# pipe_ctrl

File: config.mk
export PLATFORM = sky130hd
export DESIGN_NAME = pipe_ctrl
export DESIGN_NICKNAME = d
export VERILOG_FILES = /design/src/rtl/pipe_ctrl.sv
export SDC_FILE = /design/constraint.sdc
export NUM_CORES = 1
export LEC_CHECK = 0
export CORE_AREA = 2 2 89 91
export DETAILED_ROUTE_END_ITERATION = 10
export DIE_AREA = 0 0 91 93
export MAX_ROUTING_LAYER = met4
export PLACE_DENSITY = 0.75
export SKIP_CTS_REPAIR_TIMING = 1
export SYNTH_ARGS = -nofsm -noshare
export SYNTH_HDL_FRONTEND = slang
export SYNTH_SLANG_ARGS = --single-unit
File: constraint.sdc
create_clock -name clk -period 2.2 [get_ports clk]
set_input_delay 0.44 -clock clk [delete_from_list [all_inputs] [get_ports clk]]
set_output_delay 0.44 -clock clk [all_outputs]
set_load 0.01 [all_outputs]
File: src/rtl/pipe_ctrl.sv
// rtl/pipe_ctrl.sv - stall/flush/redirect sequencer for the 5-stage pipeline
module pipe_ctrl #(
  parameter int PC_WIDTH       = 32,
  parameter int GPR_ADDR_WIDTH = 5,
  parameter int MC_LAT         = 4,
  parameter int CNT_W          = 3
) (
  input  logic                      clk,
  input  logic                      rst_n,
  input  logic                      cpu_en,
  input  logic [GPR_ADDR_WIDTH-1:0] dec_rs1_addr,
  input  logic [GPR_ADDR_WIDTH-1:0] dec_rs2_addr,
  input  logic                      dec_rs1_used,
  input  logic                      dec_rs2_used,
  input  logic                      load_in_id_ex,
  input  logic [GPR_ADDR_WIDTH-1:0] ex_dst_addr,
  input  logic                      branch_taken,
  input  logic [PC_WIDTH-1:0]       branch_target,
  input  logic                      mc_start,
  input  logic                      exp_valid,
  input  logic [PC_WIDTH-1:0]       exp_pc,
  input  logic [3:0]                exp_cause,
  input  logic                      mret_en,
  input  logic [PC_WIDTH-1:0]       mtvec,
  input  logic [PC_WIDTH-1:0]       mepc_in,
  output logic                      if_stall,
  output logic                      id_stall,
  output logic                      if_flush,
  output logic                      id_flush,
  output logic                      ex_flush,
  output logic                      pc_redirect,
  output logic [PC_WIDTH-1:0]       redirect_pc,
  output logic                      trap_we,
  output logic [PC_WIDTH-1:0]       trap_mepc,
  output logic [3:0]                trap_mcause,
  output logic                      busy
);

  typedef enum logic [1:0] {RUN, MC_WAIT, TRAP_JUMP} state_t;

  state_t           state;
  logic [CNT_W-1:0] cnt;
  logic             hazard;

  assign hazard = load_in_id_ex && (ex_dst_addr != '0) &&
                  ((dec_rs1_used && (dec_rs1_addr == ex_dst_addr)) ||
                   (dec_rs2_used && (dec_rs2_addr == ex_dst_addr)));

  always_ff @(posedge clk or negedge rst_n) begin
    if (!rst_n) begin
      state <= RUN;
      cnt   <= '0;
    end else if (cpu_en) begin
      case (state)
        RUN: begin
          if (exp_valid) begin
            state <= TRAP_JUMP;
          end else if (!mret_en && !branch_taken && mc_start) begin
            state <= MC_WAIT;
            cnt   <= CNT_W'(MC_LAT - 1);
          end
        end
        MC_WAIT: begin
          if (exp_valid) begin
            state <= TRAP_JUMP;
            cnt   <= '0;
          end else begin
            cnt <= cnt - 1'b1;
            if (cnt == CNT_W'(1)) state <= RUN;
          end
        end
        TRAP_JUMP: state <= RUN;
        default:   state <= RUN;
      endcase
    end
  end

  // Outputs are decoded from state and inputs; reset and cpu_en=0 silence everything.
  always_comb begin
    if_stall    = 1'b0;
    id_stall    = 1'b0;
    if_flush    = 1'b0;
    id_flush    = 1'b0;
    ex_flush    = 1'b0;
    pc_redirect = 1'b0;
    redirect_pc = '0;
    trap_we     = 1'b0;
    trap_mepc   = '0;
    trap_mcause = '0;
    busy        = 1'b0;
    if (rst_n && cpu_en) begin
      busy = (state != RUN);
      if (state == TRAP_JUMP) begin
        pc_redirect = 1'b1;
        redirect_pc = mtvec;
        if_flush    = 1'b1;
        id_flush    = 1'b1;
      end else if (exp_valid) begin
        if_flush    = 1'b1;
        id_flush    = 1'b1;
        ex_flush    = 1'b1;
        trap_we     = 1'b1;
        trap_mepc   = exp_pc;
        trap_mcause = exp_cause;
      end else if (state == MC_WAIT) begin
        if_stall = 1'b1;
        id_stall = 1'b1;
        ex_flush = 1'b1;
      end else if (mret_en || branch_taken) begin
        pc_redirect = 1'b1;
        redirect_pc = mret_en ? mepc_in : branch_target;
        if_flush    = 1'b1;
        id_flush    = 1'b1;
      end else if (mc_start) begin
        if_stall = 1'b1;
        id_stall = 1'b1;
        ex_flush = 1'b1;
      end else if (hazard) begin
        if_stall = 1'b1;
        id_flush = 1'b1;
      end
    end
  end

endmodule
# da_idct4

[src/rtl/da_idct4.sv]
// 4-point inverse DCT using bit-serial distributed arithmetic.
// Each accepted block of four signed 12-bit coefficients is processed one bit
// plane per cycle (MSB first) through four constant 16-entry LUTs. The result
// is rounded, saturated and presented for a single cycle, 13 edges after the
// accept edge. One block can be accepted every 14 cycles.
module da_idct4 (
   input  logic        sys_clk,
   input  logic        sys_rst_n,
   input  logic [11:0] Y0,
   input  logic [11:0] Y1,
   input  logic [11:0] Y2,
   input  logic [11:0] Y3,
   input  logic        in_valid,
   output logic        in_ready,
   output logic [11:0] x0,
   output logic [11:0] x1,
   output logic [11:0] x2,
   output logic [11:0] x3,
   output logic        out_valid
);

   typedef enum logic [1:0] {IDLE, CALC, OUT} state_t;

   // Q10 basis: COEF[k][n] weights coefficient Y_k into sample x_n.
   localparam logic signed [11:0] COEF [4][4] = '{
      '{ 12'sd512,  12'sd512,  12'sd512,  12'sd512},
      '{ 12'sd669,  12'sd277, -12'sd277, -12'sd669},
      '{ 12'sd512, -12'sd512, -12'sd512,  12'sd512},
      '{ 12'sd277, -12'sd669,  12'sd669, -12'sd277}
   };

   // LUT entry: sum of the column-n weights whose coefficient bit is set.
   // Address bit 3 selects Y0, bit 0 selects Y3. Partial sums never leave
   // the 12-bit signed range for this basis.
   function automatic logic signed [11:0] lut_entry(input logic [1:0] n,
                                                    input logic [3:0] addr);
      logic signed [11:0] sum;
      sum = '0;
      for (int k = 0; k < 4; k++) begin
         if (addr[3-k]) sum = sum + COEF[k][n];
      end
      return sum;
   endfunction

   // Round to nearest (ties toward +inf) by adding half an LSB before the
   // arithmetic shift, then clamp to the 12-bit output range.
   function automatic logic [11:0] round_sat(input logic signed [23:0] v);
      logic signed [23:0] r;
      r = (v + 24'sd512) >>> 10;
      if (r > 24'sd2047)       return 12'h7ff;
      else if (r < -24'sd2048) return 12'h800;
      else                     return r[11:0];
   endfunction

   state_t             state;
   state_t             state_nxt;
   logic [11:0]        y_q [4];
   logic signed [23:0] acc [4];
   logic [3:0]         bit_cnt;
   logic [11:0]        x_q [4];
   logic [3:0]         lut_addr;
   logic signed [11:0] lut_tab [4][16];
   logic signed [23:0] lut_ext [4];

   assign in_ready = (state == IDLE);
   assign x0 = x_q[0];
   assign x1 = x_q[1];
   assign x2 = x_q[2];
   assign x3 = x_q[3];

   // State register.
   always_ff @(posedge sys_clk or negedge sys_rst_n) begin
      // NOTE: registers take non-blocking assignments so every flop samples
      // pre-edge values regardless of statement order.
      if (!sys_rst_n) state <= IDLE;
      else            state <= state_nxt;
   end

   // Next-state logic: accept -> 12 bit-plane steps -> output -> idle.
   always_comb begin
      // NOTE: the default assignment up front keeps this block free of
      // inferred latches when a branch leaves the state unchanged.
      state_nxt = state;
      case (state)
         IDLE:    if (in_valid) state_nxt = CALC;
         CALC:    if (bit_cnt == 4'd0) state_nxt = OUT;
         OUT:     state_nxt = IDLE;
         default: state_nxt = IDLE;
      endcase
   end

   // Four constant LUTs, addressed by the current bit plane of the captured
   // coefficients, sign-extended to accumulator width.
   always_comb begin
      lut_addr = {y_q[0][bit_cnt], y_q[1][bit_cnt], y_q[2][bit_cnt], y_q[3][bit_cnt]};
      for (int n = 0; n < 4; n++) begin
         for (int a = 0; a < 16; a++) begin
            lut_tab[n][a] = lut_entry(2'(n), 4'(a));
         end
         lut_ext[n] = {{12{lut_tab[n][lut_addr][11]}}, lut_tab[n][lut_addr]};
      end
   end

   // Datapath: capture, shift-accumulate per bit plane, round/saturate out.
   always_ff @(posedge sys_clk or negedge sys_rst_n) begin
      if (!sys_rst_n) begin
         // NOTE: the captured-coefficient and accumulator arrays are reset
         // too, so an aborted block leaves no stale data behind.
         for (int n = 0; n < 4; n++) begin
            y_q[n] <= '0;
            acc[n] <= '0;
            x_q[n] <= '0;
         end
         bit_cnt   <= '0;
         out_valid <= 1'b0;
      end else begin
         out_valid <= 1'b0;
         for (int n = 0; n < 4; n++) x_q[n] <= '0;
         case (state)
            IDLE: begin
               if (in_valid) begin
                  y_q[0]  <= Y0;
                  y_q[1]  <= Y1;
                  y_q[2]  <= Y2;
                  y_q[3]  <= Y3;
                  bit_cnt <= 4'd11;
                  for (int n = 0; n < 4; n++) acc[n] <= '0;
               end
            end
            CALC: begin
               // Bit 11 is the two's-complement sign plane, so it subtracts.
               for (int n = 0; n < 4; n++) begin
                  if (bit_cnt == 4'd11) acc[n] <= (acc[n] <<< 1) - lut_ext[n];
                  else                  acc[n] <= (acc[n] <<< 1) + lut_ext[n];
               end
               if (bit_cnt != 4'd0) bit_cnt <= bit_cnt - 4'd1;
            end
            OUT: begin
               for (int n = 0; n < 4; n++) x_q[n] <= round_sat(acc[n]);
               out_valid <= 1'b1;
            end
            default: ;
         endcase
      end
   end

endmodule

[config.mk]
export PLATFORM = sky130hd
export DESIGN_NAME = da_idct4
export DESIGN_NICKNAME = d
export VERILOG_FILES = /design/src/rtl/da_idct4.sv
export SDC_FILE = /design/constraint.sdc
export NUM_CORES = 1
export LEC_CHECK = 0
export CORE_MARGIN = 5
export CORE_UTILIZATION = 55
export DETAILED_ROUTE_END_ITERATION = 10
export PLACE_DENSITY = 0.84
export SETUP_SLACK_MARGIN = 0.15
export SYNTH_ARGS = -nofsm -noshare
export SYNTH_HDL_FRONTEND = slang
export SYNTH_SLANG_ARGS = --single-unit
[constraint.sdc]
create_clock -name sys_clk -period 5.4 [get_ports sys_clk]
set_clock_uncertainty 0.05 [all_clocks]
set_input_delay 0.81 -clock sys_clk [delete_from_list [all_inputs] [get_ports sys_clk]]
set_output_delay 0.81 -clock sys_clk [all_outputs]
set_load 0.01 [all_outputs]
# adc_sample_averager

### config.mk
export PLATFORM = sky130hd
export DESIGN_NAME = adc_sample_averager
export DESIGN_NICKNAME = d
export VERILOG_FILES = /design/src/rtl/adc_sample_averager_pkg.sv /design/src/rtl/adc_sync_fifo.sv /design/src/rtl/adc_sample_averager.sv
export SDC_FILE = /design/constraint.sdc
export NUM_CORES = 1
export LEC_CHECK = 0
export CAP_MARGIN = 20
export CELL_PAD_IN_SITES_DETAIL_PLACEMENT = 1
export CELL_PAD_IN_SITES_GLOBAL_PLACEMENT = 1
export CORE_ASPECT_RATIO = 0.9
export CORE_MARGIN = 10
export CORE_UTILIZATION = 43
export CTS_CLUSTER_SIZE = 10
export DETAILED_ROUTE_END_ITERATION = 16
export PLACE_DENSITY_LB_ADDON = 0.1
export SLEW_MARGIN = 10
export SYNTH_ARGS = -nofsm -noshare
export SYNTH_HDL_FRONTEND = slang
export SYNTH_HIERARCHICAL = 1
export SYNTH_SLANG_ARGS = --single-unit
### constraint.sdc
create_clock -name clk -period 2.44 [get_ports clk]
set_input_delay 0.61 -clock clk [delete_from_list [all_inputs] [get_ports clk]]
set_output_delay 0.61 -clock clk [all_outputs]
set_load 0.05 [all_outputs]
### src/rtl/adc_sample_averager_pkg.sv
// adc_sample_averager_pkg: default widths and depths for the ADC averaging path
`ifndef ADC_DATA_WIDTH
`define ADC_DATA_WIDTH 12
`endif
`ifndef ADC_AVG_LOG2
`define ADC_AVG_LOG2 2
`endif
`ifndef ADC_AVG_FIFO_AW
`define ADC_AVG_FIFO_AW 2
`endif
package adc_sample_averager_pkg;
  localparam int unsigned ADC_DATA_W_DEF   = `ADC_DATA_WIDTH;
  localparam int unsigned ADC_AVG_LOG2_DEF = `ADC_AVG_LOG2;
  localparam int unsigned ADC_FIFO_AW_DEF  = `ADC_AVG_FIFO_AW;
endpackage

### src/rtl/adc_sync_fifo.sv
// adc_sync_fifo: first-word-fall-through FIFO with level and full flag
module adc_sync_fifo #(
  parameter int unsigned DATA_W  = 12,
  parameter int unsigned FIFO_AW = 2
) (
  input  logic              clk,
  input  logic              rstn,
  input  logic              clr,
  input  logic              push,
  input  logic [DATA_W-1:0] wdata,
  input  logic              pop,
  output logic [DATA_W-1:0] rdata,
  output logic              valid,
  output logic              full,
  output logic [FIFO_AW:0]  level
);
  localparam int unsigned DEPTH = 1 << FIFO_AW;
  logic [FIFO_AW:0] wr_q, wr_d, rd_q, rd_d;
  logic [DATA_W-1:0] mem_q [DEPTH];
  logic empty, wr_en, rd_en;
  // flags, head output and pointer next state; a pop frees room for a same-cycle push
  always_comb begin
    empty = wr_q == rd_q;
    full = (wr_q ^ rd_q) == {1'b1, {FIFO_AW{1'b0}}};
    rd_en = pop && !empty && !clr;
    wr_en = push && !clr && (!full || rd_en);
    wr_d = clr ? '0 : wr_q + (FIFO_AW+1)'(wr_en);
    rd_d = clr ? '0 : rd_q + (FIFO_AW+1)'(rd_en);
    valid = !empty;
    rdata = empty ? '0 : mem_q[rd_q[FIFO_AW-1:0]];
    level = wr_q - rd_q;
  end
  // pointer registers
  always_ff @(posedge clk or negedge rstn) begin
    if (!rstn) begin
      wr_q <= '0;
      rd_q <= '0;
    end else begin
      wr_q <= wr_d;
      rd_q <= rd_d;
    end
  end
  // storage, written only on an accepted push
  always_ff @(posedge clk) begin
    if (wr_en) mem_q[wr_q[FIFO_AW-1:0]] <= wdata;
  end
endmodule

### src/rtl/adc_sample_averager.sv
// adc_sample_averager: block-average ADC samples into a FIFO (ADC_AVG_ROUND_EN enables round-half-up)
module adc_sample_averager
  import adc_sample_averager_pkg::*;
#(
  parameter int unsigned DATA_W   = ADC_DATA_W_DEF,
  parameter int unsigned AVG_LOG2 = ADC_AVG_LOG2_DEF,
  parameter int unsigned FIFO_AW  = ADC_FIFO_AW_DEF
) (
  input  logic              clk,
  input  logic              rstn,
  input  logic              avg_clr,
  input  logic              adc_dval,
  input  logic [DATA_W-1:0] adc_data,
  output logic              out_valid,
  output logic [DATA_W-1:0] out_data,
  input  logic              out_ready,
  output logic [FIFO_AW:0]  fifo_level,
  output logic              ovf_flag
);
  localparam int unsigned ACC_W = DATA_W + AVG_LOG2;
  localparam int unsigned CNT_W = (AVG_LOG2 > 0) ? AVG_LOG2 : 1;
  localparam logic [CNT_W-1:0] CNT_LAST = CNT_W'((1 << AVG_LOG2) - 1);
`ifdef ADC_AVG_ROUND_EN
  localparam logic [ACC_W-1:0] RND = ACC_W'((1 << AVG_LOG2) >> 1);
`else
  localparam logic [ACC_W-1:0] RND = '0;
`endif
  logic [ACC_W-1:0] acc_q, acc_d, acc_sum, avg_sum;
  logic [CNT_W-1:0] cnt_q, cnt_d;
  logic [DATA_W-1:0] avg;
  logic ovf_q, ovf_d, last, push, pop, full;
  // final-sample detection, average and accumulator/counter/overflow next state; clear wins
  always_comb begin
    last = adc_dval && (cnt_q == CNT_LAST);
    acc_sum = acc_q + ACC_W'(adc_data);
    avg_sum = acc_sum + RND;
    avg = DATA_W'(avg_sum >> AVG_LOG2);
    push = last && !avg_clr;
    pop = out_valid && out_ready && !avg_clr;
    acc_d = (avg_clr || last) ? '0 : adc_dval ? acc_sum : acc_q;
    cnt_d = (avg_clr || last) ? '0 : adc_dval ? cnt_q + CNT_W'(1) : cnt_q;
    ovf_d = !avg_clr && (ovf_q || (push && full && !pop));
  end
  // accumulator, sample counter and sticky overflow registers
  always_ff @(posedge clk or negedge rstn) begin
    if (!rstn) begin
      acc_q <= '0;
      cnt_q <= '0;
      ovf_q <= 1'b0;
    end else begin
      acc_q <= acc_d;
      cnt_q <= cnt_d;
      ovf_q <= ovf_d;
    end
  end
  assign ovf_flag = ovf_q;
  adc_sync_fifo #(.DATA_W(DATA_W), .FIFO_AW(FIFO_AW)) u_fifo (
    .clk   (clk),
    .rstn  (rstn),
    .clr   (avg_clr),
    .push  (push),
    .wdata (avg),
    .pop   (out_ready),
    .rdata (out_data),
    .valid (out_valid),
    .full  (full),
    .level (fifo_level)
  );
endmodule
Fig. 1: pipe_ctrl, gate families picked out
Scale bar: 20 um.
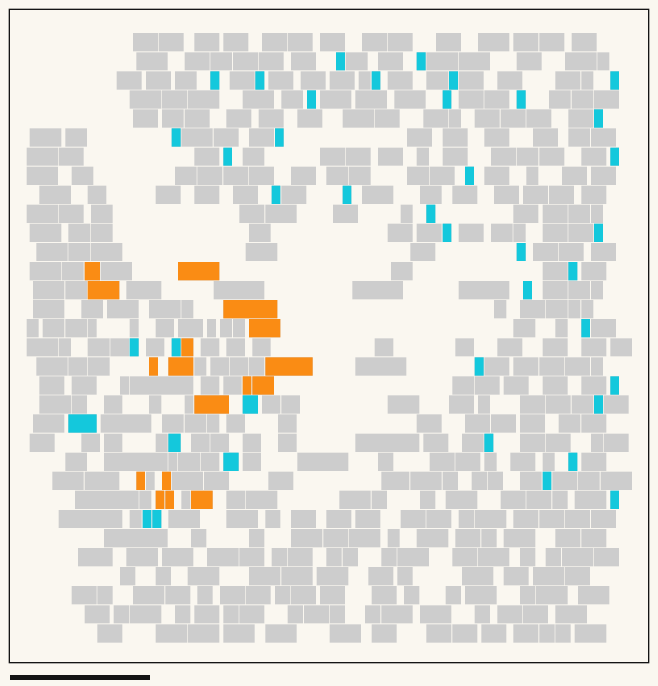
legend:
  orange:
    family: nor cells
    cells: 17
    where: middle left
  cyan:
    family: nand cells
    cells: 40
most numerous logic cell after layout: clkdlybuf4s50_1
logic share of the area: 31.8%
Finished Layout Cells: 575

==> results_dict.tcl, pipe_ctrl <==
# implementation run metrics
set metrics [dict create \
    synth.avg_cell_area_um2 7.38 \
    met1_usage_pct 20.6 \
    design_area_mm2 0.00449 \
    dp_slack_ns -0.757 \
    antenna_found_initial 0 \
    status "finished with violations" \
    yosys-top-cells-count "and2_1, nand2_1, mux2i_1" \
    first_pass_iters 4 \
    grt_overflow 0 \
    cts_buffers 3 \
    core_area_mm2 0.00753 \
    slew_violations 0 \
    syn_area_mm2 0.00163 \
    use_met2_pct 33.9 \
    initial_core_util_pct 21.7 \
    yosysTopAreaCell "mux2i_1" \
    ys_cells 221 \
    finalSetupTns_ns -0.0629 \
    timing.final.ws_setup_ns -0.0629 \
    ys_sh_xor_pct 5.37 \
    synth-edff-count 0 \
    ys_sh_aoi_pct 24.8 \
    ys_sh_mux_pct 20.3 \
    finalSetupViolations 1 \
    warning_count 28 \
    violations "negative setup slack" \
    yosys.area_share.adder_pct 2.15 \
    grt_max_degree 38 \
    hpwl_um 7150 \
    port_buffers 232 \
    dieHeight_um 93 \
]
## pipe_ctrl: path summary, 6_finish.rpt
kind                            startpoint  endpoint  slack, ns  depth (start not counted)
setup reg to reg                  state[1]    cnt[2]       0.75                          6
hold / removal                       rst_n    cnt[2]       0.20                          2
hold reg to reg                     cnt[1]    cnt[1]       0.50                          2
max in group asynchronous            rst_n  state[1]       1.89                          2
min in group clk                    cnt[1]    cnt[1]       0.50                          2
setup / recovery           dec_rs2_addr[3]  id_flush      -0.06                          6
## pipe_ctrl: critical path, stage by stage
cell and delay [ns]:
clkdlybuf4s50_1 0.48, xnor2_1 0.11, and2_1 0.14, a32oi_1 0.07, o41ai_1 0.40, buf_2 0.19
## pipe_ctrl: area by class of cell
type | count | area (um2)
clock buffers | 4 | 45.0
inverters | 7 | 26.3
well taps | 102 | 128
flip-flops and latches | 5 | 125
fillers | 694 | 3040
repair buffers | 263 | 2740
multi-input cells | 194 | 1430
## pipe_ctrl: flip-flops by register name, indices dropped and copies added (netlist names)
register and cells:
cnt 3, state 2
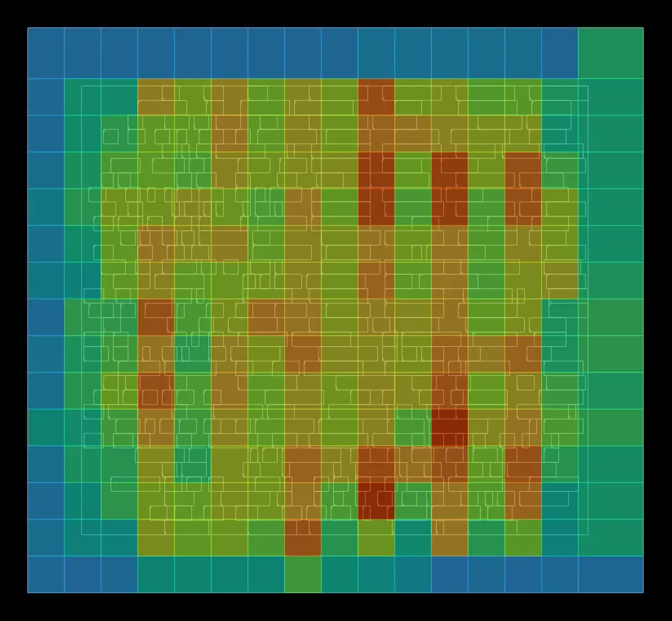
Fig. 2. Congestion heat map (adc_sample_averager).
fin util: 61.3%
Most Used Layer, Global Route: met2
WL/cell: 19.7 um
total track usage: 13.6%
met1 Use GR: 17.8%

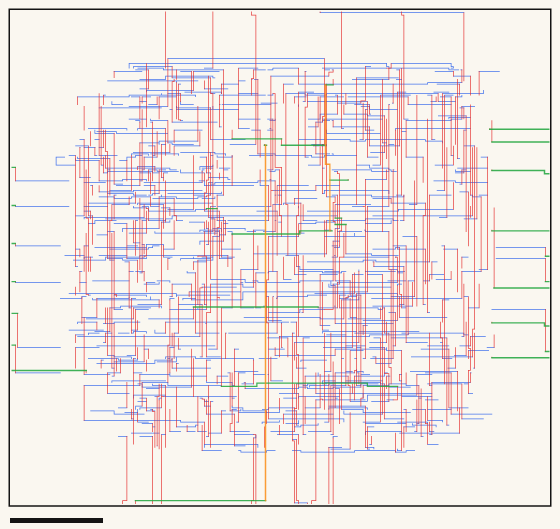
Fig. 3. Routed metal, one colour a layer (adc_sample_averager).
Scale bar: 20 um.
legend:
  orange:
    layer: M4
    wire_length: 108 um
  green:
    layer: M3
    wire_length: 256 um
  red:
    layer: M2
    wire_length: 4,140 um
  blue:
    layer: M1
    wire_length: 3,920 um

==> results_dict.tcl, adc_sample_averager <==
# implementation run metrics
set metrics [dict create \
    cp.required_ns 2.67 \
    layout.cells.non_filler 428 \
    hold_start "ovf_flag" \
    post-place-cells 409 \
    clkCellAreaFrac_pct 3.79 \
    worst_r2r_path_depth 7 \
    nClkBuffers 9 \
    status "complete, no violations" \
    drc_errors 0 \
    ys_cells 239 \
    port_buffers 33 \
    synth.logic.top_family "AND-OR/OR-AND gates" \
    buf_share_pct 18.3 \
    ant_nets 0 \
    regArea_mm2 0.00202 \
    hold_violations 0 \
    diodes 0 \
    synth_top_area_share_pct 40.6 \
    design_area_mm2 0.00492 \
    cts_buffers 9 \
    flop-count 71 \
    grt_overflow 0 \
    path_clk_slew_ns 0.08 \
    fill_cells 751 \
    seq_share_pct 41.0 \
]
-- adc_sample_averager: metal layers --
metal | vias up | wire length, um
met5 | - | 0
met4 | 0 | 108
met3 | 6 | 256
met2 | 36 | 4140
met1 | 1170 | 3920
li1 | 1099 | -
-- adc_sample_averager: Yosys cell counts (3+ instances only) --
cell type  instances
inv_1              9
dfrtp_1           23
xnor2_1           11
xor2_1             3
a21boi_1          13
nand2_1            9
a21o_1             5
a21oi_1            8
clkbuf_1           3
a22o_1            13
edfxtp_1          48
a31oi_1            6
mux4_2            10
ha_1              19
nor2_1            10
nor2b_1            4
-- adc_sample_averager: worst max-delay path, cell delays in order --
cell	delay (ns)
clkdlybuf4s50_1	0.40
ha_1	0.32
a21o_1	0.23
a31oi_4	0.20
a21boi_4	0.10
a221oi_2	0.35
xnor2_2	0.20
a22o_1	0.23
-- adc_sample_averager: what timing repair did --
action,CTS,global route
setup buffers,1,0
resized,19,32
gates cloned,0,1
pin swaps,9,7
endpoints found under the setup margin,42,24
-- adc_sample_averager: state kept, by name, summed over array words and instances (netlist names) --
name	flops
acc_q	14
cnt_q	2
ovf_flag	1
u_fifo/mem_q	48
u_fifo/rd_q	3
u_fifo/wr_q	3
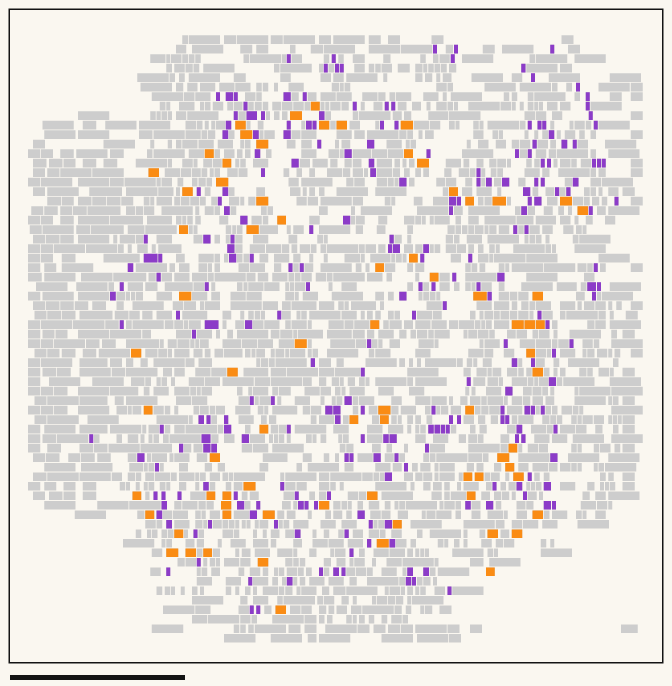
Fig. 4. Gate families picked out (da_idct4).
Scale bar: 50 um.
legend:
  orange:
    family: non-inverting ao/oa cells
    cells: 75
  purple:
    family: nor cells
    cells: 243

==> results_dict.tcl, da_idct4 <==
# implementation run metrics
set metrics [dict create \
    dieHeight_um 187 \
    worstReg2RegEnd "acc[43]" \
    cts_tree "built" \
    status "complete, no violations" \
    port_buffers 100 \
    syn_nets 2273 \
    lay_top_count "dfrtp_1" \
    ys_sh_aoi_pct 21.6 \
    dr_wl_met2_um 21400 \
    max_stage_delay_ns 0.60 \
    clock_path_buffers 2 \
    ys_sh_xor_pct 7.84 \
    worst_pin_slew_ns 1.15 \
    hpwl_um 33400 \
    postSynthSeqShare_pct 28.6 \
    path_clk_slew_ns 0.08 \
    worstSetupEndpoint "acc[43]" \
    grt_overflow 0 \
    fmax_mhz 201 \
    cts_resized 1 \
    cts_buffers 17 \
    synth-edff-count 0 \
    synth.avg_cell_area_um2 8.46 \
    crit_top_cell "o21ai_0" \
    mostFrequentLayoutCells "dfrtp_1, nand2_1, o21ai_0" \
    simple_gate_area_share_pct 16.8 \
    crit_start "bit_cnt[0]" \
    finalSetupViolations 0 \
    critPathKind "reg2reg" \
    yosysTopAreaCell "dfrtp_1" \
    met1_length_um 20200 \
    wl_met3_um 3130 \
    met1_usage_pct 34.8 \
    r2r_slack_ns 0.43 \
    final_util_pct 62.1 \
    first_pass_iters 6 \
    slowest_stage "o21ai_0" \
    arrival_ns 5.24 \
    grt_most_used_layer "met2" \
    totalWireLength_um 45800 \
    cp-start-kind "flop" \
    synth_top_area_share_pct 28.6 \
]
-- da_idct4: area by class of cell --
cell class              count  area, um2
flip-flops and latches    196       4910
clock buffers              19        443
multi-input cells        1618      11400
fillers                  2619      11600
repair buffers            135       1280
clock inverters            13        118
inverters                 101        383
well taps                 396        495
-- da_idct4: per-stage QoR --
step                      hold WS (ns)  instances  worst slack (ns)  cell area, um2
after floorplan                  0.422       2030             0.450           17200
after global placement           0.432       2446             0.297           18500
after detailed placement         0.441       2446             0.187           18500
after CTS                        0.459       2478             0.364           19000
after global routing             0.478       2478             0.184           19100
final                            0.443       2478             0.430           19100
-- da_idct4: registers in the layout, summed over array words and instances (netlist names) --
| register | count |
|---|---|
| x2 | 12 |
| x3 | 12 |
| x0 | 12 |
| bit_cnt | 4 |
| out_valid | 1 |
| state | 2 |
| x1 | 12 |
| y_q | 48 |
| acc | 93 |

==> gallery <==
Clock distribution.
shot_01.png
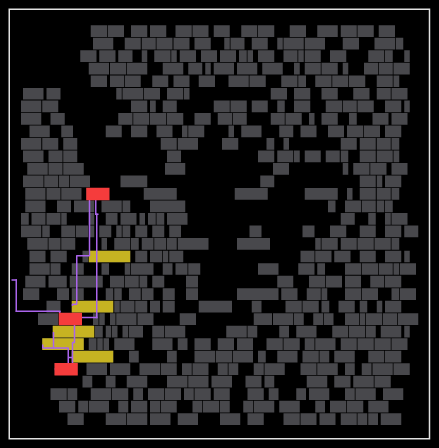
shot_02.png
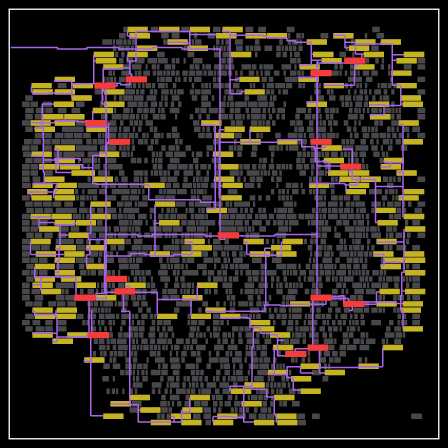
shot_03.png
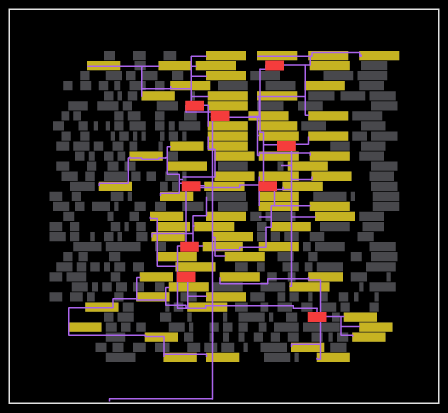
da_idct4 -> shot_02.png
pipe_ctrl -> shot_01.png
adc_sample_averager -> shot_03.png
The one with the most sequential cells is shot_02.png.

Key to shot_01.png:
legend:
  purple:
    item: clock wires
    length: 116 um
  yellow:
    item: flip-flops
    count: 5
  red:
    item: clock-net drivers
    count: 3
flops lie: lower left
routed clock nets: 4



==> gallery <==
Cell density map.
(a)
The die is cut into 19 by 19 equal tiles; dark blue is low, red is high, 0 to 100% covered.
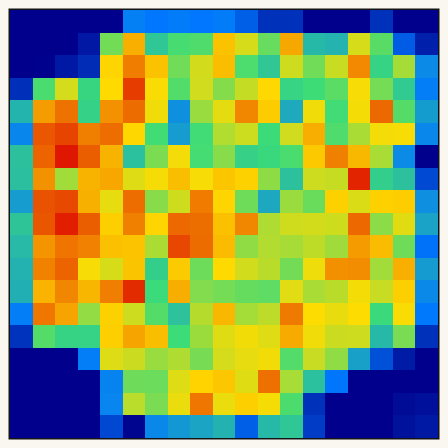
(b)
The die is cut into 12 by 11 equal tiles; dark blue is low, red is high, 0 to 100% covered.
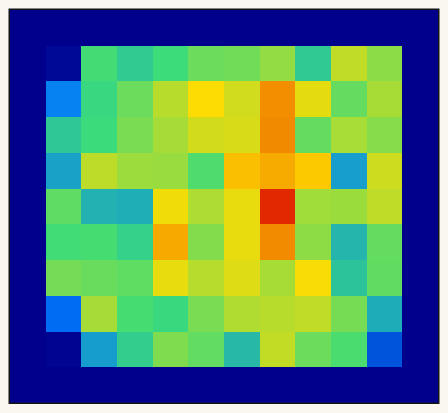
(c)
The die is cut into 9 by 9 equal tiles; dark blue is low, red is high, 0 to 100% covered.
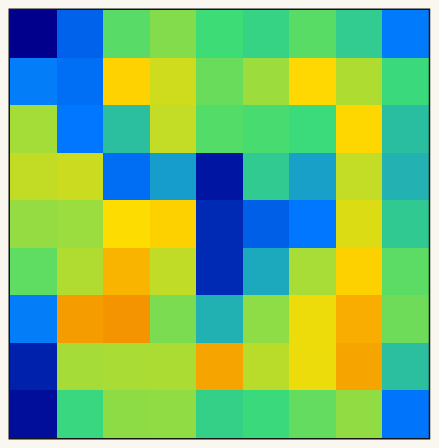
(a) is da_idct4.
(b) is adc_sample_averager.
(c) is pipe_ctrl.

